==================== window_timer_flat
$ cat config.mk
export PLATFORM = sky130hd
export DESIGN_NAME = window_timer_flat
export DESIGN_NICKNAME = d
export VERILOG_FILES = /design/src/rtl/seqdet_pkg.sv /design/src/rtl/window_timer_if.sv /design/src/rtl/sat_counter.sv /design/src/rtl/window_timer.sv /design/src/flat_wrapper.sv
export SDC_FILE = /design/constraint.sdc
export NUM_CORES = 1
export LEC_CHECK = 0
export CORE_MARGIN = 1
export CORE_UTILIZATION = 45
export CTS_CLUSTER_DIAMETER = 50
export CTS_CLUSTER_SIZE = 28
export DETAILED_ROUTE_END_ITERATION = 7
export PLACE_DENSITY = 0.73
export SLEW_MARGIN = 20
export SYNTH_ARGS = -nofsm -noshare
export SYNTH_HDL_FRONTEND = slang
export SYNTH_SLANG_ARGS = --single-unit
export TNS_END_PERCENT = 1
$ cat constraint.sdc
create_clock -name clk -period 4 [get_ports clk]
set_input_delay 0.8 -clock clk [delete_from_list [all_inputs] [get_ports clk]]
set_output_delay 0.8 -clock clk [all_outputs]
set_load 0.01 [all_outputs]
$ cat src/rtl/seqdet_pkg.sv
// Shared constants and state encoding for the 10110 detector and its
// window timer companion.
package seqdet_pkg;

    localparam int DEF_WIDTH = 8;
    localparam int DEF_EXP_W = 8;

    localparam logic [1:0] ARM   = 2'b00;
    localparam logic [1:0] IDLE  = 2'b01;
    localparam logic [1:0] COUNT = 2'b10;

    typedef enum logic [1:0] {
        S_ARM   = ARM,
        S_IDLE  = IDLE,
        S_COUNT = COUNT
    } state_t;

endpackage

$ cat src/rtl/window_timer_if.sv
// Detector-to-timer bundle: init/en/load_val in, co/busy/count/expiries
// back out.
interface window_timer_if
    import seqdet_pkg::*;
#(
    parameter int WIDTH = DEF_WIDTH,
    parameter int EXP_W = DEF_EXP_W
) ();

    logic             init;
    logic             en;
    logic [WIDTH-1:0] load_val;
    logic             co;
    logic             busy;
    logic [WIDTH-1:0] count;
    logic [EXP_W-1:0] expiries;

    modport master (
        output init,
        output en,
        output load_val,
        input  co,
        input  busy,
        input  count,
        input  expiries
    );

    modport slave (
        input  init,
        input  en,
        input  load_val,
        output co,
        output busy,
        output count,
        output expiries
    );

endinterface

$ cat src/rtl/sat_counter.sv
// Saturating up-counter; sticks at all-ones.
module sat_counter #(
    parameter int W = 8
) (
    input  logic         clk,
    input  logic         rst_n,
    input  logic         inc,
    output logic [W-1:0] q
);

    always_ff @(posedge clk) begin
        if (!rst_n) begin
            q <= '0;
        end else if (inc && (q != '1)) begin
            q <= q + W'(1);
        end
    end

endmodule

$ cat src/rtl/window_timer.sv
// Hold-off window after a detector match; co pulses re-arm the detector
// after reset and at the end of each window.
module window_timer
    import seqdet_pkg::*;
#(
    parameter int WIDTH = DEF_WIDTH,
    parameter int EXP_W = DEF_EXP_W
) (
    input  logic           clk,
    input  logic           rst_n,
    window_timer_if.slave  bus
);

    state_t           state;
    logic [WIDTH-1:0] count_q;
    logic [WIDTH-1:0] ld;
    logic [EXP_W-1:0] exp_q;
    logic             co_q;
    logic             inc;
    logic             last;

    assign ld   = (bus.load_val == '0) ? WIDTH'(1) : bus.load_val;
    assign last = (count_q == WIDTH'(1));

    // Retrigger takes priority over expiry, so init masks the increment.
    assign inc = (state == S_COUNT) && !bus.init && bus.en && last;

    always_ff @(posedge clk) begin
        if (!rst_n) begin
            state   <= S_ARM;
            count_q <= '0;
            co_q    <= 1'b0;
        end else begin
            co_q <= 1'b0;
            unique case (state)
                S_ARM: begin
                    co_q  <= 1'b1;
                    state <= S_IDLE;
                end
                S_IDLE: begin
                    if (bus.init) begin
                        count_q <= ld;
                        state   <= S_COUNT;
                    end
                end
                S_COUNT: begin
                    if (bus.init) begin
                        count_q <= ld;
                    end else if (bus.en) begin
                        if (last) begin
                            count_q <= '0;
                            co_q    <= 1'b1;
                            state   <= S_IDLE;
                        end else if (count_q > WIDTH'(1)) begin
                            count_q <= count_q - WIDTH'(1);
                        end
                    end
                end
                default: begin
                    state <= S_ARM;
                end
            endcase
        end
    end

    sat_counter #(
        .W (EXP_W)
    ) u_exp (
        .clk   (clk),
        .rst_n (rst_n),
        .inc   (inc),
        .q     (exp_q)
    );

    assign bus.co       = co_q;
    assign bus.busy     = (state == S_COUNT);
    assign bus.count    = count_q;
    assign bus.expiries = exp_q;

endmodule

$ cat src/flat_wrapper.sv
// flat-port wrapper written by rule: the top's interface ports become plain ports
module window_timer_flat import seqdet_pkg::*;
#(
    parameter int WIDTH = DEF_WIDTH,
    parameter int EXP_W = DEF_EXP_W
)
  (clk, rst_n, bus_init, bus_en, bus_load_val, bus_co, bus_busy, bus_count, bus_expiries);
  window_timer_if #(.WIDTH(WIDTH), .EXP_W(EXP_W)) bus_i ();
  input  logic clk;
  input  logic rst_n;
  input wire logic [$bits(bus_i.init)-1:0] bus_init;
  input wire logic [$bits(bus_i.en)-1:0] bus_en;
  input wire logic [$bits(bus_i.load_val)-1:0] bus_load_val;
  output wire logic [$bits(bus_i.co)-1:0] bus_co;
  output wire logic [$bits(bus_i.busy)-1:0] bus_busy;
  output wire logic [$bits(bus_i.count)-1:0] bus_count;
  output wire logic [$bits(bus_i.expiries)-1:0] bus_expiries;
  assign bus_i.init = bus_init;
  assign bus_i.en = bus_en;
  assign bus_i.load_val = bus_load_val;
  assign bus_co = bus_i.co;
  assign bus_busy = bus_i.busy;
  assign bus_count = bus_i.count;
  assign bus_expiries = bus_i.expiries;
  window_timer #(.WIDTH(WIDTH), .EXP_W(EXP_W)) u_core (.clk(clk), .rst_n(rst_n), .bus(bus_i));
endmodule
==================== bus_arbiter
$ cat src/rtl/bus_arbiter.sv
// bus_arbiter
// Shares a single downstream memory/MMIO bus between the instruction-fetch
// master (port 0) and the data load/store master (port 1). Only one
// transaction can be outstanding at a time.
//
// Arbitration uses a fixed priority with an anti-starvation counter. A
// granted-but-stalled request stays locked onto the bus until it is
// accepted. If no response arrives within the timeout, the arbiter returns
// a bus error to the owning port.
//
// Ports:
//   clk, rst            clock, asynchronous active-high reset
//   sN_en/we/addr/...   upstream request from master N (N = 0 inst, 1 data)
//   sN_stall            request not accepted this cycle
//   sN_valid/rdata/err  one-cycle response pulse to master N
//   m_en/we/addr/...    downstream request
//   m_stall             downstream cannot accept a request
//   m_valid/rdata/err   downstream response
//   busy                a transaction is outstanding
//   owner               port owning the current or locked transaction
module bus_arbiter #(
  parameter int DATA_PRIO  = 1,
  parameter int MAX_CONSEC = 4,
  parameter int TIMEOUT    = 255
) (
  input  logic        clk,
  input  logic        rst,
  input  logic        s0_en,
  input  logic        s0_we,
  input  logic [29:0] s0_addr,
  input  logic [31:0] s0_wdata,
  input  logic [3:0]  s0_mask,
  output logic        s0_stall,
  output logic        s0_valid,
  output logic [31:0] s0_rdata,
  output logic        s0_err,
  input  logic        s1_en,
  input  logic        s1_we,
  input  logic [29:0] s1_addr,
  input  logic [31:0] s1_wdata,
  input  logic [3:0]  s1_mask,
  output logic        s1_stall,
  output logic        s1_valid,
  output logic [31:0] s1_rdata,
  output logic        s1_err,
  output logic        m_en,
  output logic        m_we,
  output logic [29:0] m_addr,
  output logic [31:0] m_wdata,
  output logic [3:0]  m_mask,
  input  logic        m_stall,
  input  logic        m_valid,
  input  logic [31:0] m_rdata,
  input  logic        m_err,
  output logic        busy,
  output logic        owner
);

  typedef enum logic {
    ST_IDLE = 1'b0,
    ST_WAIT = 1'b1
  } state_t;

  localparam logic       PRIO       = (DATA_PRIO != 0);
  localparam logic [3:0] MAX_C      = 4'(MAX_CONSEC);
  localparam logic       TO_EN      = (TIMEOUT != 0);
  localparam logic [7:0] TLAST      = 8'(TIMEOUT - 1);

  state_t      state_q, state_d;
  logic        owner_q, owner_d;
  logic        lock_q, lock_d;
  logic [3:0]  starve_q, starve_d;
  logic [7:0]  tcnt_q, tcnt_d;

  logic        win;
  logic        win_en;
  logic        other_en;
  logic        timeout;
  logic        rsp_valid;
  logic        rsp_err;
  logic [31:0] rsp_rdata;

  // State registers. owner_q records the port of the accepted transaction.
  // While a stalled request is locked, owner_q also holds the locked port.
  always_ff @(posedge clk or posedge rst) begin
    if (rst) begin
      state_q  <= ST_IDLE;
      owner_q  <= 1'b0;
      lock_q   <= 1'b0;
      starve_q <= 4'd0;
      tcnt_q   <= 4'd0 == 4'd0 ? 8'd0 : 8'd0;
    end else begin
      state_q  <= state_d;
      owner_q  <= owner_d;
      lock_q   <= lock_d;
      starve_q <= starve_d;
      tcnt_q   <= tcnt_d;
    end
  end

  // Arbitration, request steering, timeout and response routing.
  // Reset forces every handshake output low. This holds combinationally,
  // even in the middle of a cycle.
  always_comb begin
    state_d   = state_q;
    owner_d   = owner_q;
    lock_d    = lock_q;
    starve_d  = starve_q;
    tcnt_d    = tcnt_q;
    m_en      = 1'b0;
    s0_stall  = 1'b0;
    s1_stall  = 1'b0;
    rsp_valid = 1'b0;
    rsp_err   = 1'b0;
    rsp_rdata = 32'd0;
    timeout   = 1'b0;

    // The locked port always wins. A tie normally goes to the priority
    // port. Once the priority port has won MAX_CONSEC times in a row while
    // the other port waited, the other port gets one grant.
    if (lock_q) begin
      win = owner_q;
    end else if (s0_en && !s1_en) begin
      win = 1'b0;
    end else if (s1_en && !s0_en) begin
      win = 1'b1;
    end else if (s0_en && s1_en) begin
      win = (starve_q == MAX_C) ? ~PRIO : PRIO;
    end else begin
      win = PRIO;
    end

    win_en   = win ? s1_en : s0_en;
    other_en = win ? s0_en : s1_en;

    m_we    = win ? s1_we    : s0_we;
    m_addr  = win ? s1_addr  : s0_addr;
    m_wdata = win ? s1_wdata : s0_wdata;
    m_mask  = win ? s1_mask  : s0_mask;

    case (state_q)
      ST_IDLE: begin
        m_en     = win_en;
        s0_stall = win ? s0_en : (s0_en & m_stall);
        s1_stall = win ? (s1_en & m_stall) : s1_en;
        if (win_en && !m_stall) begin
          state_d = ST_WAIT;
          owner_d = win;
          lock_d  = 1'b0;
          tcnt_d  = 8'd0;
          if (win == PRIO && other_en) begin
            starve_d = (starve_q == MAX_C) ? starve_q : starve_q + 4'd1;
          end else begin
            starve_d = 4'd0;
          end
        end else if (win_en && m_stall) begin
          lock_d  = 1'b1;
          owner_d = win;
        end else if (lock_q) begin
          // The locked master withdrew its request, so the request is abandoned.
          lock_d = 1'b0;
        end
      end
      ST_WAIT: begin
        s0_stall = s0_en;
        s1_stall = s1_en;
        tcnt_d   = tcnt_q + 8'd1;
        timeout  = TO_EN && (tcnt_q == TLAST);
        // A real response takes precedence over a timeout in the same cycle.
        if (m_valid || timeout) begin
          state_d   = ST_IDLE;
          tcnt_d    = 8'd0;
          rsp_valid = 1'b1;
          rsp_err   = m_valid ? m_err : 1'b1;
          rsp_rdata = m_valid ? m_rdata : 32'd0;
        end
      end
      default: begin
        state_d = ST_IDLE;
      end
    endcase

    s0_valid = rsp_valid & ~owner_q;
    s0_err   = rsp_err & ~owner_q;
    s0_rdata = owner_q ? 32'd0 : rsp_rdata;
    s1_valid = rsp_valid & owner_q;
    s1_err   = rsp_err & owner_q;
    s1_rdata = owner_q ? rsp_rdata : 32'd0;

    if (rst) begin
      m_en     = 1'b0;
      s0_stall = 1'b0;
      s1_stall = 1'b0;
      s0_valid = 1'b0;
      s1_valid = 1'b0;
      s0_err   = 1'b0;
      s1_err   = 1'b0;
      s0_rdata = 32'd0;
      s1_rdata = 32'd0;
    end
  end

  assign busy  = (state_q == ST_WAIT) & ~rst;
  assign owner = owner_q;

endmodule
$ cat config.mk
export PLATFORM = sky130hd
export DESIGN_NAME = bus_arbiter
export DESIGN_NICKNAME = d
export VERILOG_FILES = /design/src/rtl/bus_arbiter.sv
export SDC_FILE = /design/constraint.sdc
export NUM_CORES = 1
export LEC_CHECK = 0
export CORE_AREA = 2 2 123 125
export CTS_CLUSTER_SIZE = 8
export DETAILED_ROUTE_END_ITERATION = 7
export DIE_AREA = 0 0 125 127
export PLACE_DENSITY_LB_ADDON = 0.25
export SKIP_CTS_REPAIR_TIMING = 1
export SYNTH_ARGS = -nofsm -noshare
export SYNTH_HDL_FRONTEND = slang
export SYNTH_SLANG_ARGS = --single-unit
export TNS_END_PERCENT = 1
$ cat constraint.sdc
create_clock -name clk -period 1.8 [get_ports clk]
set_clock_uncertainty 0.1 [all_clocks]
set_input_delay 0.18 -clock clk [delete_from_list [all_inputs] [get_ports clk]]
set_output_delay 0.18 -clock clk [all_outputs]
set_load 0.02 [all_outputs]
==================== mux8_rr_scheduler_flat
File: src/rtl/mux8_rr_scheduler_pkg.sv
// Shared types and sizes for the 8-input round-robin mux scheduler.
package mux8_sched_pkg;

  localparam int N_IN   = 8;
  localparam int SEL_W  = 3;
  localparam int BEAT_W = 4;
  localparam int GAP_W  = 3;

  typedef enum logic [1:0] {
    IDLE = 2'd0,
    BUSY = 2'd1,
    GAP  = 2'd2
  } sched_state_e;

  function automatic logic [N_IN-1:0] onehot(input logic [SEL_W-1:0] idx);
    return N_IN'(1) << idx;
  endfunction

endpackage

File: src/rtl/mux8_rr_scheduler_if.sv
// Request/data/grant bundle between the requesters and the scheduler.
interface mux8_rr_scheduler_if;
  import mux8_sched_pkg::*;

  logic [N_IN-1:0]  req;
  logic [N_IN-1:0]  I;
  logic [SEL_W-1:0] S;
  logic [N_IN-1:0]  gnt;
  logic             O;
  logic             O_vld;
  logic             busy;

  modport master (
    output req, I,
    input  S, gnt, O, O_vld, busy
  );

  modport slave (
    input  req, I,
    output S, gnt, O, O_vld, busy
  );

endinterface

File: src/rtl/mux8_rr_scheduler_rr_pick8.sv
// Circular first-set search over 8 requests, starting at ptr and wrapping 7->0.
module rr_pick8
  import mux8_sched_pkg::*;
(
  input  logic [N_IN-1:0]  req,
  input  logic [SEL_W-1:0] ptr,
  output logic             found,
  output logic [SEL_W-1:0] idx
);

  logic [N_IN-1:0]  rot;
  logic [SEL_W-1:0] off;

  // Rotate so ptr lands at bit 0, then take the lowest set bit as the offset.
  always_comb begin
    rot   = N_IN'({req, req} >> ptr);
    found = |req;
    off   = '0;
    for (int i = N_IN - 1; i >= 0; i--) begin
      if (rot[i]) off = SEL_W'(i);
    end
    idx = ptr + off;
  end

endmodule

File: src/rtl/mux8_rr_scheduler.sv
// Round-robin scheduler sharing one 8:1 bit mux; bursts of up to BURST_MAX beats.
// Define MUX8_SCHED_OUT_REG_EN to register O/O_vld (one clk later than the beat).
module mux8_rr_scheduler
  import mux8_sched_pkg::*;
#(
  parameter int BURST_MAX  = 4,
  parameter int GAP_CYCLES = 1
) (
  input logic clk,
  input logic rst,
  mux8_rr_scheduler_if.slave bus
);

  localparam logic [BEAT_W-1:0] BEAT_LAST = BEAT_W'(BURST_MAX - 1);
  localparam logic [GAP_W-1:0]  GAP_LAST  = GAP_W'(GAP_CYCLES - 1);

  sched_state_e     state_q, state_d;
  logic [SEL_W-1:0] s_q, s_d;
  logic [N_IN-1:0]  gnt_q, gnt_d;
  logic [SEL_W-1:0] ptr_q, ptr_d;
  logic [BEAT_W-1:0] beat_q, beat_d;
  logic [GAP_W-1:0] gap_q, gap_d;

  logic             pick_found;
  logic [SEL_W-1:0] pick_idx;
  logic             o_c;
  logic             o_vld_c;

  rr_pick8 u_pick (
    .req   (bus.req),
    .ptr   (ptr_q),
    .found (pick_found),
    .idx   (pick_idx)
  );

  // gnt is zero outside BUSY, so the beat qualifier needs no state decode.
  always_comb begin
    o_vld_c = gnt_q[s_q] & bus.req[s_q];
    o_c     = o_vld_c & bus.I[s_q];
  end

  always_comb begin
    state_d = state_q;
    s_d     = s_q;
    gnt_d   = gnt_q;
    ptr_d   = ptr_q;
    beat_d  = beat_q;
    gap_d   = gap_q;
    case (state_q)
      IDLE: begin
        if (pick_found) begin
          state_d = BUSY;
          s_d     = pick_idx;
          gnt_d   = onehot(pick_idx);
          beat_d  = '0;
        end
      end
      BUSY: begin
        if (o_vld_c) beat_d = beat_q + BEAT_W'(1);
        if (!bus.req[s_q] || (o_vld_c && beat_q == BEAT_LAST)) begin
          gnt_d   = '0;
          ptr_d   = s_q + SEL_W'(1);
          gap_d   = '0;
          state_d = (GAP_CYCLES > 0) ? GAP : IDLE;
        end
      end
      GAP: begin
        if (gap_q == GAP_LAST) state_d = IDLE;
        else                   gap_d   = gap_q + GAP_W'(1);
      end
      default: state_d = IDLE;
    endcase
  end

  always_ff @(posedge clk or posedge rst) begin
    if (rst) begin
      state_q <= IDLE;
      s_q     <= '0;
      gnt_q   <= '0;
      ptr_q   <= '0;
      beat_q  <= '0;
      gap_q   <= '0;
    end else begin
      state_q <= state_d;
      s_q     <= s_d;
      gnt_q   <= gnt_d;
      ptr_q   <= ptr_d;
      beat_q  <= beat_d;
      gap_q   <= gap_d;
    end
  end

`ifdef MUX8_SCHED_OUT_REG_EN
  logic o_q;
  logic o_vld_q;

  // Output stage keeps a fixed one-clock shift, independent of S changes.
  always_ff @(posedge clk or posedge rst) begin
    if (rst) begin
      o_q     <= 1'b0;
      o_vld_q <= 1'b0;
    end else begin
      o_q     <= o_c;
      o_vld_q <= o_vld_c;
    end
  end

  assign bus.O     = o_q;
  assign bus.O_vld = o_vld_q;
`else
  assign bus.O     = o_c;
  assign bus.O_vld = o_vld_c;
`endif

  assign bus.S    = s_q;
  assign bus.gnt  = gnt_q;
  assign bus.busy = (state_q != IDLE);

endmodule

File: src/flat_wrapper.sv
// flat-port wrapper written by rule: the top's interface ports become plain ports
module mux8_rr_scheduler_flat import mux8_sched_pkg::*;
#(
  parameter int BURST_MAX  = 4,
  parameter int GAP_CYCLES = 1
)
  (clk, rst, bus_req, bus_I, bus_S, bus_gnt, bus_O, bus_O_vld, bus_busy);
  mux8_rr_scheduler_if bus_i ();
  input logic clk;
  input logic rst;
  input wire logic [$bits(bus_i.req)-1:0] bus_req;
  input wire logic [$bits(bus_i.I)-1:0] bus_I;
  output wire logic [$bits(bus_i.S)-1:0] bus_S;
  output wire logic [$bits(bus_i.gnt)-1:0] bus_gnt;
  output wire logic [$bits(bus_i.O)-1:0] bus_O;
  output wire logic [$bits(bus_i.O_vld)-1:0] bus_O_vld;
  output wire logic [$bits(bus_i.busy)-1:0] bus_busy;
  assign bus_i.req = bus_req;
  assign bus_i.I = bus_I;
  assign bus_S = bus_i.S;
  assign bus_gnt = bus_i.gnt;
  assign bus_O = bus_i.O;
  assign bus_O_vld = bus_i.O_vld;
  assign bus_busy = bus_i.busy;
  mux8_rr_scheduler #(.BURST_MAX(BURST_MAX), .GAP_CYCLES(GAP_CYCLES)) u_core (.clk(clk), .rst(rst), .bus(bus_i));
endmodule
File: config.mk
export PLATFORM = sky130hd
export DESIGN_NAME = mux8_rr_scheduler_flat
export DESIGN_NICKNAME = d
export VERILOG_FILES = /design/src/rtl/mux8_rr_scheduler_pkg.sv /design/src/rtl/mux8_rr_scheduler_if.sv /design/src/rtl/mux8_rr_scheduler_rr_pick8.sv /design/src/rtl/mux8_rr_scheduler.sv /design/src/flat_wrapper.sv
export SDC_FILE = /design/constraint.sdc
export NUM_CORES = 1
export LEC_CHECK = 0
export CORE_UTILIZATION = 56
export CTS_CLUSTER_DIAMETER = 120
export DETAILED_ROUTE_END_ITERATION = 12
export MAX_ROUTING_LAYER = met4
export PLACE_DENSITY = 0.92
export SLEW_MARGIN = 10
export SYNTH_ARGS = -nofsm -noshare
export SYNTH_HDL_FRONTEND = slang
export SYNTH_SLANG_ARGS = --single-unit
File: constraint.sdc
create_clock -name clk -period 4.65 [get_ports clk]
set_input_delay 1.395 -clock clk [delete_from_list [all_inputs] [get_ports clk]]
set_output_delay 1.395 -clock clk [all_outputs]
set_load 0.03 [all_outputs]
==================== approx_add_err_recover
===== config.mk =====
export PLATFORM = sky130hd
export DESIGN_NAME = approx_add_err_recover
export DESIGN_NICKNAME = d
export VERILOG_FILES = /design/src/rtl/approx_add_err_recover.sv
export SDC_FILE = /design/constraint.sdc
export NUM_CORES = 1
export LEC_CHECK = 0
export ABC_AREA = 1
export CORE_MARGIN = 2
export CORE_UTILIZATION = 45
export DETAILED_ROUTE_END_ITERATION = 10
export GPL_TIMING_DRIVEN = 0
export PLACE_DENSITY = 0.72
export SLEW_MARGIN = 20
export SYNTH_ARGS = -nofsm -noshare
export SYNTH_HDL_FRONTEND = slang
export SYNTH_SLANG_ARGS = --single-unit

===== constraint.sdc =====
create_clock -name clk -period 7.7 [get_ports clk]
set_input_delay 2.31 -clock clk [delete_from_list [all_inputs] [get_ports clk]]
set_output_delay 2.31 -clock clk [all_outputs]
set_load 0.05 [all_outputs]

===== src/rtl/approx_add_err_recover.sv =====
// Exact-recovery back end for the approximate adder: recomputes a+b one SEG-bit
// segment per clock and reports which segments (and the carry-out) were wrong.
module approx_add_err_recover #(
  parameter int WIDTH = 16,
  parameter int SEG   = 4
) (
  input  logic             clk,
  input  logic             rst_n,
  input  logic             in_valid,
  output logic             in_ready,
  input  logic [WIDTH-1:0] a,
  input  logic [WIDTH-1:0] b,
  input  logic [WIDTH:0]   approx_sum,
  output logic             out_valid,
  input  logic             out_ready,
  output logic [WIDTH:0]   out_sum,
  output logic [WIDTH/SEG-1:0] out_err_mask,
  output logic             out_cout_err,
  output logic             out_err
);

  localparam int NSEG = WIDTH / SEG;
  localparam int IDXW = (NSEG > 1) ? $clog2(NSEG) : 1;

  generate
    if (WIDTH % SEG != 0) begin : g_bad_seg
      $error("approx_add_err_recover: WIDTH must be a multiple of SEG");
    end
  endgenerate

  typedef enum logic [1:0] {IDLE, CORR, DONE} state_t;

  state_t            state_reg, state_next;
  logic [WIDTH-1:0]  a_reg, b_reg;
  logic [WIDTH:0]    approx_reg;
  logic [WIDTH-1:0]  result_reg, result_next;
  logic [NSEG-1:0]   mask_reg, mask_next;
  logic              carry_reg;
  logic [IDXW-1:0]   seg_idx_reg;
  logic [SEG:0]      seg_sum;
  logic              last_seg;

  logic [WIDTH:0]    out_sum_reg;
  logic [NSEG-1:0]   out_mask_reg;
  logic              out_cout_err_reg;
  logic              out_err_reg;

  logic [SEG-1:0]    a_seg  [NSEG];
  logic [SEG-1:0]    b_seg  [NSEG];
  logic [SEG-1:0]    ap_seg [NSEG];

  // Only the segment selected by seg_idx_reg is replaced; the rest keep their value.
  genvar gi;
  generate
    for (gi = 0; gi < NSEG; gi++) begin : g_seg
      assign a_seg[gi]  = a_reg[gi*SEG +: SEG];
      assign b_seg[gi]  = b_reg[gi*SEG +: SEG];
      assign ap_seg[gi] = approx_reg[gi*SEG +: SEG];
      assign result_next[gi*SEG +: SEG] = (seg_idx_reg == IDXW'(gi)) ?
                                          seg_sum[SEG-1:0] : result_reg[gi*SEG +: SEG];
      assign mask_next[gi] = (seg_idx_reg == IDXW'(gi)) ?
                             (seg_sum[SEG-1:0] != ap_seg[gi]) : mask_reg[gi];
    end
  endgenerate

  assign seg_sum  = {1'b0, a_seg[seg_idx_reg]} + {1'b0, b_seg[seg_idx_reg]}
                  + {{SEG{1'b0}}, carry_reg};
  assign last_seg = (seg_idx_reg == IDXW'(NSEG - 1));

  always_ff @(posedge clk or negedge rst_n) begin
    if (!rst_n) begin
      state_reg <= IDLE;
    end else begin
      state_reg <= state_next;
    end
  end

  always_comb begin
    state_next = state_reg;
    case (state_reg)
      IDLE:    if (in_valid) state_next = CORR;
      CORR:    if (last_seg) state_next = DONE;
      DONE:    if (out_ready) state_next = IDLE;
      default: state_next = IDLE;
    endcase
  end

  always_comb begin
    in_ready  = (state_reg == IDLE);
    out_valid = (state_reg == DONE);
  end

  always_ff @(posedge clk or negedge rst_n) begin
    if (!rst_n) begin
      a_reg            <= '0;
      b_reg            <= '0;
      approx_reg       <= '0;
      result_reg       <= '0;
      mask_reg         <= '0;
      carry_reg        <= 1'b0;
      seg_idx_reg      <= '0;
      out_sum_reg      <= '0;
      out_mask_reg     <= '0;
      out_cout_err_reg <= 1'b0;
      out_err_reg      <= 1'b0;
    end else begin
      case (state_reg)
        IDLE: begin
          if (in_valid) begin
            a_reg       <= a;
            b_reg       <= b;
            approx_reg  <= approx_sum;
            result_reg  <= '0;
            mask_reg    <= '0;
            carry_reg   <= 1'b0;
            seg_idx_reg <= '0;
          end
        end
        CORR: begin
          result_reg  <= result_next;
          mask_reg    <= mask_next;
          carry_reg   <= seg_sum[SEG];
          seg_idx_reg <= seg_idx_reg + IDXW'(1);
          // Final carry lands in the top bit and never feeds back into segment 0.
          if (last_seg) begin
            out_sum_reg      <= {seg_sum[SEG], result_next};
            out_mask_reg     <= mask_next;
            out_cout_err_reg <= seg_sum[SEG] ^ approx_reg[WIDTH];
            out_err_reg      <= (|mask_next) | (seg_sum[SEG] ^ approx_reg[WIDTH]);
          end
        end
        default: ;
      endcase
    end
  end

  assign out_sum      = out_sum_reg;
  assign out_err_mask = out_mask_reg;
  assign out_cout_err = out_cout_err_reg;
  assign out_err      = out_err_reg;

endmodule


### Clock wires, drivers and flops, approx_add_err_recover

Scale: 4 px per micron.
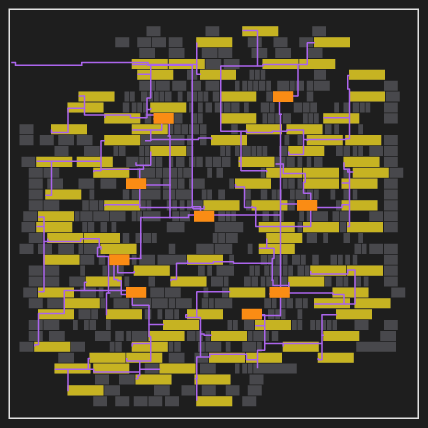
clock wires -> purple  # length 1140 microns
clock-net drivers -> orange  # count 9
flip-flops -> yellow  # count 92
flops lie = all over the die
routed clock nets = 10

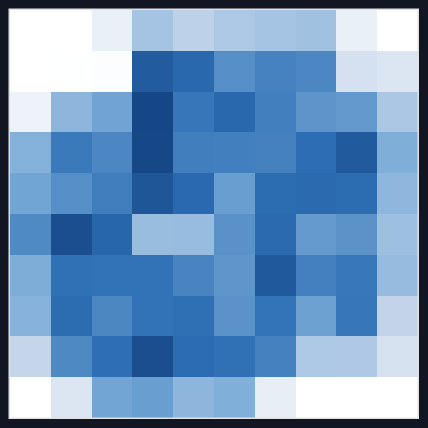
*Placement density heat map, approx_add_err_recover*
Scale: 4 px per micron. 10 x 10 tiles, from white (low) to dark blue (high), 0 to 100% covered.
tiles over 75% full = 19%
fullest tile = 91%
nearly empty tiles = 10%
emptiest ninth of the die = upper left
mean over tiles = 52%
Core Box Area: 9284 sq um
fin util: 59.29%
fp_density: 46.44%

==> flow_summary.yaml, approx_add_err_recover <==
# physical design summary
final_timing:
  finClkSkew_ps: 13.76
setup_path:
  crit_family: "buffers and inverters"
  cp_cell_sequence: "inv_1 > nor2_1 > clkdlybuf4s50_1"
  r2r_end: "out_err"
  path_buffers: 2
  reg2reg_slack_ps: 4050
clock_tree:
  htree_levels: 3
  post-cts-setup-buffers: 0
placement:
  dp_slack_ps: 3887
  place_hpwl_mm: 7.335
  routabilityCongestion: 0.8647
final_layout:
  seq_area_sq_um: 2302
  fillers: 801
  final-clk-cell-share_pct: 4.206
  seq_area_share_pct: 41.83
  signal_buffers: 96
yosys:
  mappedNetlistArea_sq_um: 4312
  synthTopCellsByCount: "dfrtp_1 (92), nand2_1 (81), mux2_2 (43)"
  yosys-top-cells-area: "dfrtp_1 (53%), mux2_2 (11%), nand2_1 (7.1%)"
global_routing:
  antenna_found_initial: 0
outcome:
  status: "finished clean"
hold_path:
  min_path_cells: 2
flow_run:
  warnings: 29
floorplan:
  tap_cells: 129
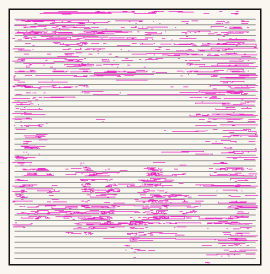
*Signal wires on met1, bus_arbiter*
Scale: 2 px per micron. Supply wires on this layer in grey.
wire length on this layer = 5020 microns
main direction = horizontal
longest straight run = 48.8 microns
via count: 3306
Post-Route WL: 13.84 mm
GR Util met1: 17.19%

==> flow_summary.yaml, bus_arbiter <==
# physical design summary
outcome:
  status: "finished with violations"
  violations: "negative hold slack, negative setup slack"
setup_path:
  path_buffers: 3
  rr_worst_depth: 5
  cp_slowest_cell: "clkdlybuf4s50_1"
drt:
  drc: 0
  drt-initial-drc-count: 103
  final_antenna_net_count: 0
final_timing:
  finalHoldViolCount: 15
  fin_ws_ps: -848.5
  setup_viol: 103
  whs_ps: -14.10
  tightest_slew_ps: 289.9
yosys:
  synth_cell_types: 47
  xor_area_share_pct: 0.6604
final_layout:
  sh_comb_area_pct: 33.50
  n_all_inverters: 9
  seq_cell_count: 15
placement:
  io_buffers: 312
global_routing:
  grt.busiest_layer: "met2"
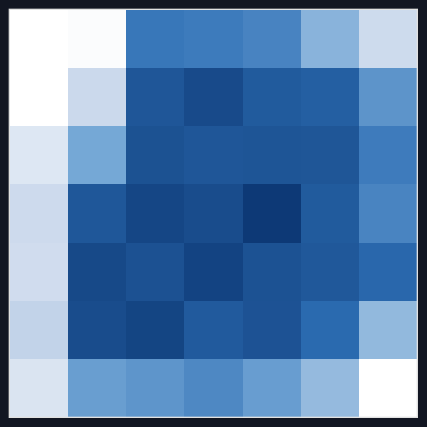
*Placement density heat map, mux8_rr_scheduler_flat*
Scale: 6 px per micron. 7 x 7 tiles, from white (low) to dark blue (high), 0 to 100% covered.
emptiest ninth of the die = upper left
nearly empty tiles = 8.2%
densest ninth of the die = centre
mean over tiles = 62%
fin util: 71.03%
Core Box Area: 4086 sq um
fp_density: 59.28%

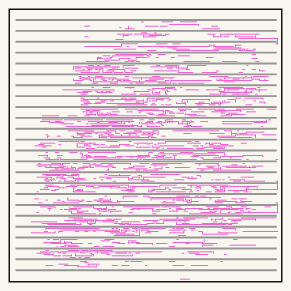
*Signal wires on met1, mux8_rr_scheduler_flat*
Scale: 4 px per micron. Supply wires on this layer in grey.
longest straight run = 17.9 microns
nets with wire on the layer = 307
wire length on this layer = 2500 microns

==> flow_summary.yaml, mux8_rr_scheduler_flat <==
# physical design summary
setup_path:
  rr_worst_depth: 12
  cp_slowest_cell: "mux4_2"
drt:
  wl_met2_mm: 3.163
  met3WireLength_microns: 464
  wl_mm: 6.371
final_timing:
  finalHoldViolCount: 0
  finalCritPeriodShare_pct: 98.68
  finClkSkew_ps: 3.685
clock_tree:
  root_buffer: "clkbuf_8"
yosys:
  synthTopCellsByCount: "dfrtp_1 (23), inv_1 (21), o21ai_0 (20)"
  avgSynthCellArea_sq_um: 8.906
  aoi_share_pct: 24.28
  simple_gate_share_pct: 16.22
  top_area_share_pct: 23.76
  ys_cells: 272
flow_run:
  warnings: 29
final_layout:
  largest_register_ffs: 8
  logic_area_sq_um: 1657
  largest_class: "combinational gates"
  seq_area_share_pct: 19.83
  layout_top_cells: "clkdlybuf4s50_1 (29), buf_4 (23), dfrtp_1 (23)"
global_routing:
  grt_max_degree: 24
  grt_pass1_wl_mm: 9.908
  grt_pass1_vias: 2206
outcome:
  status: "finished clean"
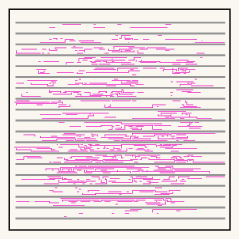
*Signal wires on met1, window_timer_flat*
Scale: 4 px per micron. Supply wires on this layer in grey.
wire length on this layer = 1460 microns
main direction = horizontal
via count: 1294
GR Util met1: 33.44%
Post-Route WL: 3.217 mm

==> flow_summary.yaml, window_timer_flat <==
# physical design summary
yosys:
  edf_count: 0
  async_reset_ff_share_pct: 0
floorplan:
  fp.dieW_microns: 54.84
setup_path:
  path_buffers: 1
  crit_path_max_incr_delay_ps: 640
placement:
  place_hpwl_mm: 2.382
drt:
  wl_met2_mm: 1.421
outcome:
  status: "finished clean"
hold_path:
  hp-class: "reg -> reg"
final_timing:
  fin_ws_ps: 1231
  setup_viol: 0
global_routing:
  track_usage_pct: 24.12
final_layout:
  final_cells: 208
clock_tree:
  post_cts_resized: 0

==================== pixel_sequencer
### Signal wires on met1, pixel_sequencer

Scale: 3 px per micron. Supply wires on this layer in grey.
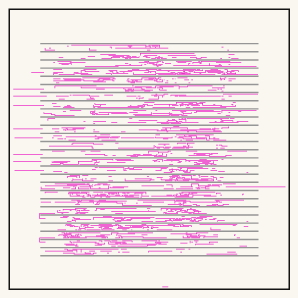

## config.mk

```make
export PLATFORM = sky130hd
export DESIGN_NAME = pixel_sequencer
export DESIGN_NICKNAME = d
export VERILOG_FILES = /design/src/rtl/pixel_sequencer.sv
export SDC_FILE = /design/constraint.sdc
export NUM_CORES = 1
export LEC_CHECK = 0
export CAP_MARGIN = 20
export CORE_MARGIN = 10
export CORE_UTILIZATION = 55
export CTS_CLUSTER_SIZE = 40
export DETAILED_ROUTE_END_ITERATION = 8
export PLACE_DENSITY_LB_ADDON = 0.05
export SETUP_SLACK_MARGIN = 0.15
export SLEW_MARGIN = 20
export SYNTH_ARGS = -nofsm -noshare
export SYNTH_HDL_FRONTEND = slang
export SYNTH_SLANG_ARGS = --single-unit
```

## constraint.sdc

```tcl
create_clock -name clk -period 4.65 [get_ports clk]
set_input_delay 0.93 -clock clk [delete_from_list [all_inputs] [get_ports clk]]
set_output_delay 0.93 -clock clk [all_outputs]
set_load 0.005 [all_outputs]
```

## src/rtl/pixel_sequencer.sv

```systemverilog
`default_nettype none
// ============================================================================
// pixel_sequencer : frame sequencer for the pixel controller
//   (reset pulses, store window, memory-set bursts, clear, done).
// Revision: 1.0
// ============================================================================
module pixel_sequencer (
    input  logic       clk,
    input  logic       nrst_x,
    input  logic       start,
    input  logic       abort,
    input  logic [3:0] cfg_n_pulse,
    input  logic [7:0] cfg_period,
    input  logic       cfg_comp_en_sel,
    input  logic [3:0] cfg_read_mem,
    input  logic       pix_end,
    input  logic       mem_set_done,
    input  logic       last_mem,
    output logic       pix_reset,
    output logic       pix_store,
    output logic       comp_en_sel,
    output logic       mem_set_en,
    output logic       mem_set_clr,
    output logic [3:0] read_mem,
    output logic       busy,
    output logic       done,
    output logic       err
);

    typedef enum logic [2:0] {
        S_IDLE, S_SETUP, S_STORE, S_WAIT_END, S_MEMSET, S_GAP, S_CLR, S_FIN
    } state_t;

    // Timeout fires when the counter would step onto 4095.
    localparam logic [11:0] c_to_last = 12'd4094;

    state_t      state_q, state_d;
    logic [7:0]  tmr_q, tmr_d;
    logic [3:0]  pcnt_q, pcnt_d;
    logic [11:0] to_q, to_d;
    logic [3:0]  n_q, n_d;
    logic [7:0]  p_q, p_d;
    logic        comp_q, comp_d;
    logic [3:0]  rmem_q, rmem_d;
    logic        err_q, err_d;
    logic        pix_reset_q, pix_reset_d;
    logic        pix_store_q, pix_store_d;
    logic        mem_set_en_q, mem_set_en_d;
    logic        mem_set_clr_q, mem_set_clr_d;
    logic        done_q, done_d;
    logic        busy_q, busy_d;

    logic [3:0]  w_n_eff;
    logic [7:0]  w_p_eff;

    assign w_n_eff = (cfg_n_pulse < 4'd2) ? 4'd2 : cfg_n_pulse;
    assign w_p_eff = (cfg_period  < 8'd2) ? 8'd2 : cfg_period;

    always_comb begin
        state_d       = state_q;
        tmr_d         = tmr_q;
        pcnt_d        = pcnt_q;
        to_d          = to_q;
        n_d           = n_q;
        p_d           = p_q;
        comp_d        = comp_q;
        rmem_d        = rmem_q;
        err_d         = err_q;
        pix_reset_d   = 1'b0;
        pix_store_d   = 1'b0;
        mem_set_en_d  = 1'b0;
        mem_set_clr_d = 1'b0;
        done_d        = 1'b0;

        if (abort) begin
            state_d = S_IDLE;
        end else begin
            case (state_q)
                S_IDLE: begin
                    if (start) begin
                        state_d = S_SETUP;
                        tmr_d   = 8'd0;
                        n_d     = w_n_eff;
                        p_d     = w_p_eff;
                        comp_d  = cfg_comp_en_sel;
                        rmem_d  = cfg_read_mem;
                        err_d   = 1'b0;
                    end
                end
                S_SETUP: begin
                    if (tmr_q == 8'd1) begin
                        state_d     = S_STORE;
                        tmr_d       = 8'd0;
                        pcnt_d      = 4'd1;
                        pix_reset_d = 1'b1;
                        pix_store_d = 1'b1;
                    end else begin
                        tmr_d = tmr_q + 8'd1;
                    end
                end
                S_STORE: begin
                    // pcnt_q counts pulses issued so far, including this cycle's.
                    if (pcnt_q == n_q) begin
                        state_d = S_WAIT_END;
                        to_d    = 12'd0;
                    end else begin
                        pix_store_d = 1'b1;
                        if (tmr_q == p_q - 8'd1) begin
                            pix_reset_d = 1'b1;
                            pcnt_d      = pcnt_q + 4'd1;
                            tmr_d       = 8'd0;
                        end else begin
                            tmr_d = tmr_q + 8'd1;
                        end
                    end
                end
                S_WAIT_END: begin
                    if (pix_end) begin
                        state_d      = S_MEMSET;
                        to_d         = 12'd0;
                        mem_set_en_d = 1'b1;
                    end else if (to_q == c_to_last) begin
                        state_d = S_IDLE;
                        err_d   = 1'b1;
                    end else begin
                        to_d = to_q + 12'd1;
                    end
                end
                S_MEMSET: begin
                    if (mem_set_done) begin
                        if (last_mem) begin
                            state_d       = S_CLR;
                            mem_set_clr_d = 1'b1;
                        end else begin
                            state_d = S_GAP;
                        end
                    end else if (to_q == c_to_last) begin
                        state_d = S_IDLE;
                        err_d   = 1'b1;
                    end else begin
                        mem_set_en_d = 1'b1;
                        to_d         = to_q + 12'd1;
                    end
                end
                S_GAP: begin
                    state_d      = S_MEMSET;
                    to_d         = 12'd0;
                    mem_set_en_d = 1'b1;
                end
                S_CLR: begin
                    state_d = S_FIN;
                    done_d  = 1'b1;
                end
                S_FIN: begin
                    state_d = S_IDLE;
                end
                default: begin
                    state_d = S_IDLE;
                end
            endcase
        end

        busy_d = (state_d != S_IDLE);
    end

    always_ff @(posedge clk or posedge nrst_x) begin
        if (nrst_x) begin
            state_q       <= S_IDLE;
            tmr_q         <= 8'd0;
            pcnt_q        <= 4'd0;
            to_q          <= 12'd0;
            n_q           <= 4'd2;
            p_q           <= 8'd2;
            comp_q        <= 1'b0;
            rmem_q        <= 4'd0;
            err_q         <= 1'b0;
            pix_reset_q   <= 1'b0;
            pix_store_q   <= 1'b0;
            mem_set_en_q  <= 1'b0;
            mem_set_clr_q <= 1'b0;
            done_q        <= 1'b0;
            busy_q        <= 1'b0;
        end else begin
            state_q       <= state_d;
            tmr_q         <= tmr_d;
            pcnt_q        <= pcnt_d;
            to_q          <= to_d;
            n_q           <= n_d;
            p_q           <= p_d;
            comp_q        <= comp_d;
            rmem_q        <= rmem_d;
            err_q         <= err_d;
            pix_reset_q   <= pix_reset_d;
            pix_store_q   <= pix_store_d;
            mem_set_en_q  <= mem_set_en_d;
            mem_set_clr_q <= mem_set_clr_d;
            done_q        <= done_d;
            busy_q        <= busy_d;
        end
    end

    assign pix_reset   = pix_reset_q;
    assign pix_store   = pix_store_q;
    assign comp_en_sel = comp_q;
    assign mem_set_en  = mem_set_en_q;
    assign mem_set_clr = mem_set_clr_q;
    assign read_mem    = rmem_q;
    assign busy        = busy_q;
    assign done        = done_q;
    assign err         = err_q;

endmodule
`default_nettype wire

```

==================== sm_seq_arith_unit
==> config.mk <==
export PLATFORM = sky130hd
export DESIGN_NAME = sm_seq_arith_unit
export DESIGN_NICKNAME = d
export VERILOG_FILES = /design/src/rtl/sm_seq_arith_unit.sv
export SDC_FILE = /design/constraint.sdc
export NUM_CORES = 1
export LEC_CHECK = 0
export ABC_AREA = 1
export CORE_MARGIN = 2
export CORE_UTILIZATION = 54
export CTS_CLUSTER_DIAMETER = 30
export DETAILED_ROUTE_END_ITERATION = 8
export PLACE_DENSITY = 0.78
export SYNTH_ARGS = -nofsm -noshare
export SYNTH_HDL_FRONTEND = slang
export SYNTH_SLANG_ARGS = --single-unit
==> constraint.sdc <==
create_clock -name clk -period 16.3 [get_ports clk]
set_input_delay 2.445 -clock clk [delete_from_list [all_inputs] [get_ports clk]]
set_output_delay 2.445 -clock clk [all_outputs]
set_load 0.005 [all_outputs]
==> src/rtl/sm_seq_arith_unit.sv <==
`default_nettype none
// ============================================================================
// Module   : sm_seq_arith_unit
// Brief    : Sign-magnitude ADD/SUB (single cycle), MUL/DIV (iterative).
// Revision : 1.0
// ============================================================================
module sm_seq_arith_unit #(
  parameter int W = 32
) (
  input  logic         clk,
  input  logic         rst,
  input  logic         start,
  input  logic [1:0]   op,
  input  logic [W-1:0] A,
  input  logic [W-1:0] B,
  output logic         busy,
  output logic         done,
  output logic [W-1:0] Y,
  output logic [W-1:0] R,
  output logic         Z,
  output logic         V,
  output logic         N,
  output logic         C
);

  localparam int M  = W - 1;
  localparam int CW = $clog2(W);

  localparam logic [1:0]    c_OP_ADD = 2'b00;
  localparam logic [1:0]    c_OP_SUB = 2'b01;
  localparam logic [1:0]    c_OP_MUL = 2'b10;
  localparam logic [1:0]    c_OP_DIV = 2'b11;
  localparam logic [CW-1:0] c_ITER   = CW'(W - 1);
  localparam logic [CW-1:0] c_ONE    = CW'(1);

  typedef enum logic [1:0] {
    S_IDLE = 2'd0,
    S_CALC = 2'd1,
    S_FIN  = 2'd2
  } state_t;

  state_t        r_state;
  logic [1:0]    r_op;
  logic          r_sa;
  logic          r_sb;
  logic [M-1:0]  r_ma;
  logic [M-1:0]  r_mb;
  logic [M-1:0]  r_hi;
  logic [M-1:0]  r_lo;
  logic [CW-1:0] r_cnt;

  // Operand sign is dropped when the magnitude is zero, so -0 behaves as +0.
  logic w_a_sgn;
  logic w_b_sgn;
  logic w_a_short;
  assign w_a_sgn   = A[W-1] & (|A[W-2:0]);
  assign w_b_sgn   = B[W-1] & (|B[W-2:0]);
  assign w_a_short = (op == c_OP_ADD) || (op == c_OP_SUB) ||
                     ((op == c_OP_DIV) && (B[W-2:0] == '0));

  // One shift-add step: {hi,lo} holds the partial product, lo the multiplier.
  logic [M:0] w_mul_sum;
  assign w_mul_sum = {1'b0, r_hi} + (r_lo[0] ? {1'b0, r_ma} : '0);

  // One restoring-division step: hi is the partial remainder, lo the dividend/quotient.
  logic [M:0]   w_div_sh;
  logic         w_div_ge;
  logic [M-1:0] w_div_rem;
  assign w_div_sh  = {r_hi, r_lo[M-1]};
  assign w_div_ge  = (w_div_sh >= {1'b0, r_mb});
  assign w_div_rem = w_div_ge ? (w_div_sh[M-1:0] - r_mb) : w_div_sh[M-1:0];

  logic         w_b_eff;
  logic [M:0]   w_sum;
  logic         w_a_ge_b;
  logic [M-1:0] w_a_minus_b;
  logic [M-1:0] w_b_minus_a;
  assign w_b_eff     = r_sb ^ (r_op == c_OP_SUB);
  assign w_sum       = {1'b0, r_ma} + {1'b0, r_mb};
  assign w_a_ge_b    = (r_ma >= r_mb);
  assign w_a_minus_b = r_ma - r_mb;
  assign w_b_minus_a = r_mb - r_ma;

  logic         w_ysgn;
  logic [M-1:0] w_ymag;
  logic         w_rsgn;
  logic [M-1:0] w_rmag;
  logic         w_v;
  logic         w_c;
  logic [W-1:0] w_y;
  logic [W-1:0] w_r;

  always_comb begin
    w_ysgn = 1'b0;
    w_ymag = '0;
    w_rsgn = 1'b0;
    w_rmag = '0;
    w_v    = 1'b0;
    w_c    = 1'b0;
    case (r_op)
      c_OP_ADD, c_OP_SUB: begin
        if (r_sa == w_b_eff) begin
          w_ysgn = r_sa;
          w_ymag = w_sum[M-1:0];
          w_v    = w_sum[M];
          w_c    = w_sum[M];
        end else if (w_a_ge_b) begin
          w_ysgn = r_sa;
          w_ymag = w_a_minus_b;
          w_c    = 1'b1;
        end else begin
          w_ysgn = w_b_eff;
          w_ymag = w_b_minus_a;
        end
      end
      c_OP_MUL: begin
        w_ysgn = r_sa ^ r_sb;
        w_ymag = r_lo;
        w_rmag = r_hi;
        w_v    = |r_hi;
      end
      default: begin
        if (r_mb == '0) begin
          w_rsgn = r_sa;
          w_rmag = r_ma;
          w_v    = 1'b1;
        end else begin
          w_ysgn = r_sa ^ r_sb;
          w_ymag = r_lo;
          w_rsgn = r_sa;
          w_rmag = r_hi;
        end
      end
    endcase
  end

  // Zero magnitudes always carry a positive sign.
  assign w_y = {w_ysgn & (|w_ymag), w_ymag};
  assign w_r = {w_rsgn & (|w_rmag), w_rmag};

  always_ff @(posedge clk or posedge rst) begin
    if (rst) begin
      r_state <= S_IDLE;
      r_op    <= c_OP_ADD;
      r_sa    <= 1'b0;
      r_sb    <= 1'b0;
      r_ma    <= '0;
      r_mb    <= '0;
      r_hi    <= '0;
      r_lo    <= '0;
      r_cnt   <= '0;
      busy    <= 1'b0;
      done    <= 1'b0;
      Y       <= '0;
      R       <= '0;
      Z       <= 1'b0;
      V       <= 1'b0;
      N       <= 1'b0;
      C       <= 1'b0;
    end else begin
      done <= 1'b0;
      case (r_state)
        S_IDLE: begin
          if (start && !done) begin
            r_op <= op;
            r_sa <= w_a_sgn;
            r_sb <= w_b_sgn;
            r_ma <= A[W-2:0];
            r_mb <= B[W-2:0];
            if (w_a_short) begin
              r_state <= S_FIN;
            end else begin
              r_cnt   <= c_ITER;
              r_hi    <= '0;
              r_lo    <= (op == c_OP_DIV) ? A[W-2:0] : B[W-2:0];
              r_state <= S_CALC;
            end
          end
        end
        S_CALC: begin
          busy  <= 1'b1;
          r_cnt <= r_cnt - c_ONE;
          if (r_op == c_OP_MUL) begin
            r_hi <= w_mul_sum[M:1];
            r_lo <= {w_mul_sum[0], r_lo[M-1:1]};
          end else begin
            r_hi <= w_div_rem;
            r_lo <= {r_lo[M-2:0], w_div_ge};
          end
          if (r_cnt == c_ONE) begin
            r_state <= S_FIN;
          end
        end
        S_FIN: begin
          Y       <= w_y;
          R       <= w_r;
          Z       <= ~(|w_ymag);
          N       <= w_y[W-1];
          V       <= w_v;
          C       <= w_c;
          busy    <= 1'b0;
          done    <= 1'b1;
          r_state <= S_IDLE;
        end
        default: begin
          r_state <= S_IDLE;
        end
      endcase
    end
  end

endmodule
`default_nettype wire

### Clock nets, pixel_sequencer

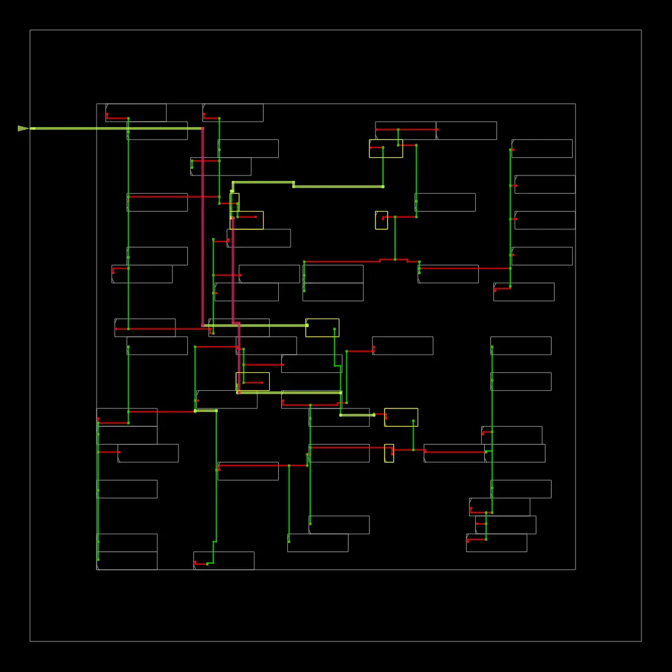
TritonCTS Buffers: 5
clock latency (worst-skew pair): 310 ps
Worst Skew: 6.410 ps
clk sinks: 51
clock buffers: 7

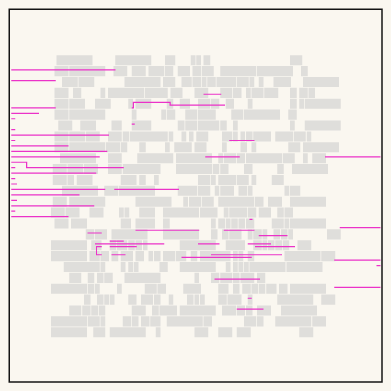
*The metal 3 layer, pixel_sequencer*
Scale: 4 px per micron.
wire length on this layer = 516 microns
share of all routed wire = 8.3%
main direction = horizontal

## Picture notes: 'Signal wires on met1' of pixel_sequencer
longest straight run = 24.8 microns
main direction = horizontal
nets with wire on the layer = 328
share of all routed wire = 47%
wire length on this layer = 2940 microns
via count: 2339
Post-Route WL: 6.235 mm
GR Util met1: 19.55%

==> flow_summary.yaml, pixel_sequencer <==
# physical design summary
floorplan:
  row_count: 26
  tap_cells: 70
yosys:
  synth_nets: 332
  top_area_share_pct: 42.06
  synthFlopType: "dfrtp_1"
  ys_warn_count: 0
final_layout:
  drive_gt1_share_pct: 12.05
  logic_area_sq_um: 1513
  comb.multi_input.count: 224
global_routing:
  grt_pass1_vias: 2258
  grt.met3_usage_pct: 6.215
  grt.busiest_layer: "met2"
clock_tree:
  htree_levels: 2
  cts_hold_buf: 0
outcome:
  status: "finished clean"
setup_path:
  r2r-start: "state_q[0]"
placement:
  dp_slack_ps: 1551
  routabilityCongestion: 0.8335
final_timing:
  finalCriticalPeriod_ps: 2744
  maxSlewHeadroom_pct: 30.76
drt:
  final_antenna_net_count: 0
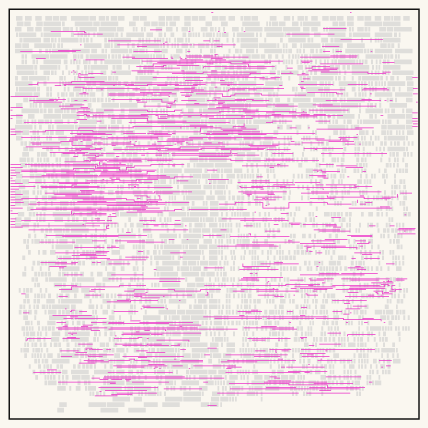
*The metal 3 layer, sm_seq_arith_unit*
Scale: 2 px per micron.
nets with wire on the layer = 560
longest straight run = 87.4 microns
wire length on this layer = 10300 microns
share of all routed wire = 11%
main direction = horizontal

==> flow_summary.yaml, sm_seq_arith_unit <==
# physical design summary
outcome:
  status: "finished clean"
drt:
  top_layer_used: "met4"
  met1_length_mm: 35.37
  wl_met2_mm: 37.44
yosys:
  top_area_share_pct: 23.61
  xor_area_share_pct: 1.742
clock_tree:
  post_cts_resized: 0
final_timing:
  maxSlewHeadroom_pct: 17.19
  finClkSkew_ps: 68.71
  finalCriticalPeriod_ps: 6166
setup_path:
  reg2reg_slack_ps: 11710
  arrival_ps: 6710
floorplan:
  die_h_microns: 204.1
  core_area_sq_um: 39640
final_layout:
  clockBufferCount: 53
  logic_area_sq_um: 13650
hold_path:
  min_path_cells: 2


==> notes/layouts.md <==
Pictures saved along the way, in no particular order.

Clock nets.
(a)
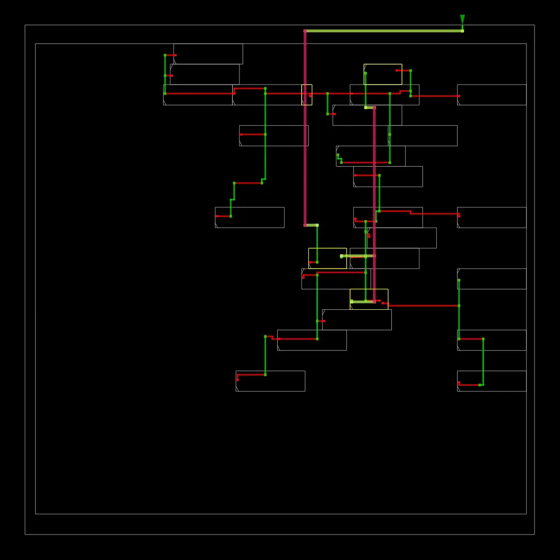
(b)
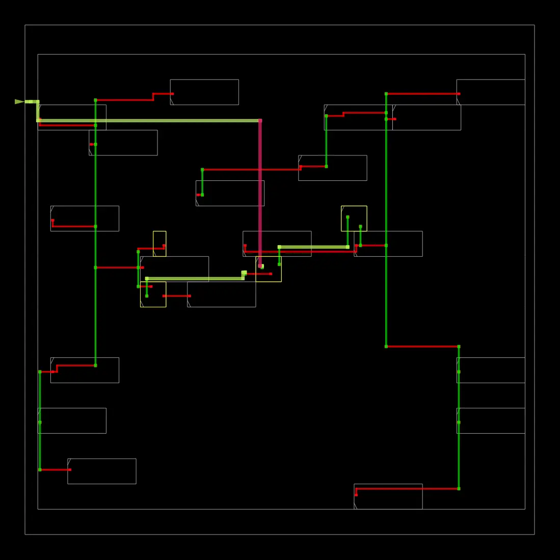
(c)
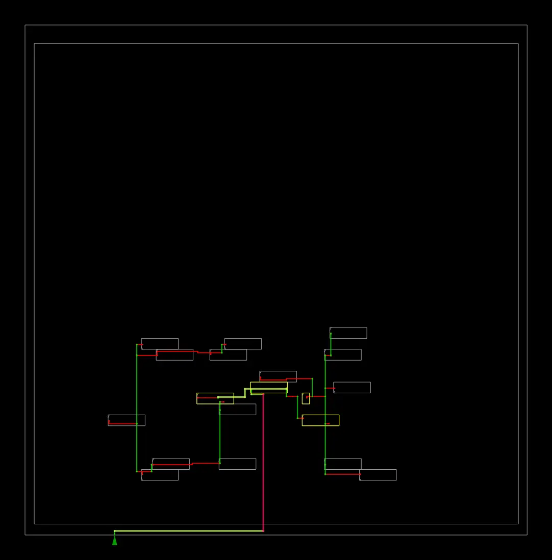
(d)
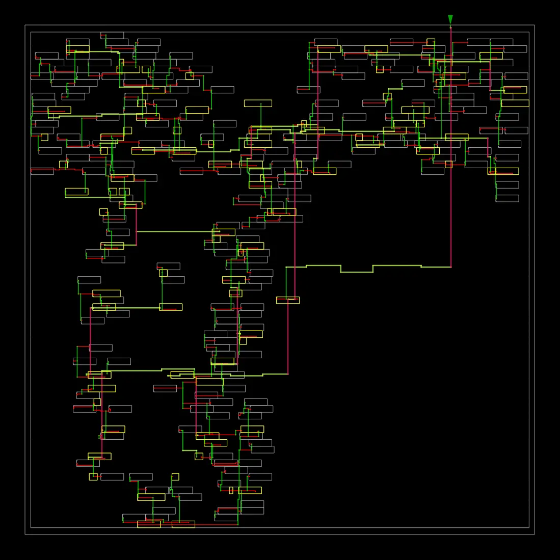
(e)
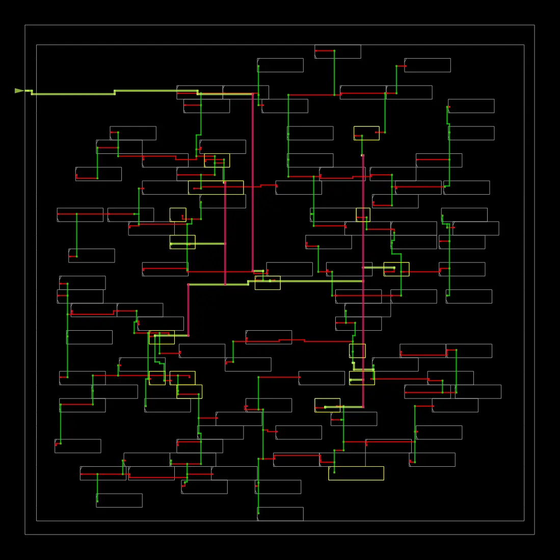
(c) -> bus_arbiter
(d) -> sm_seq_arith_unit
(e) -> approx_add_err_recover
(a) -> mux8_rr_scheduler_flat
(b) -> window_timer_flat

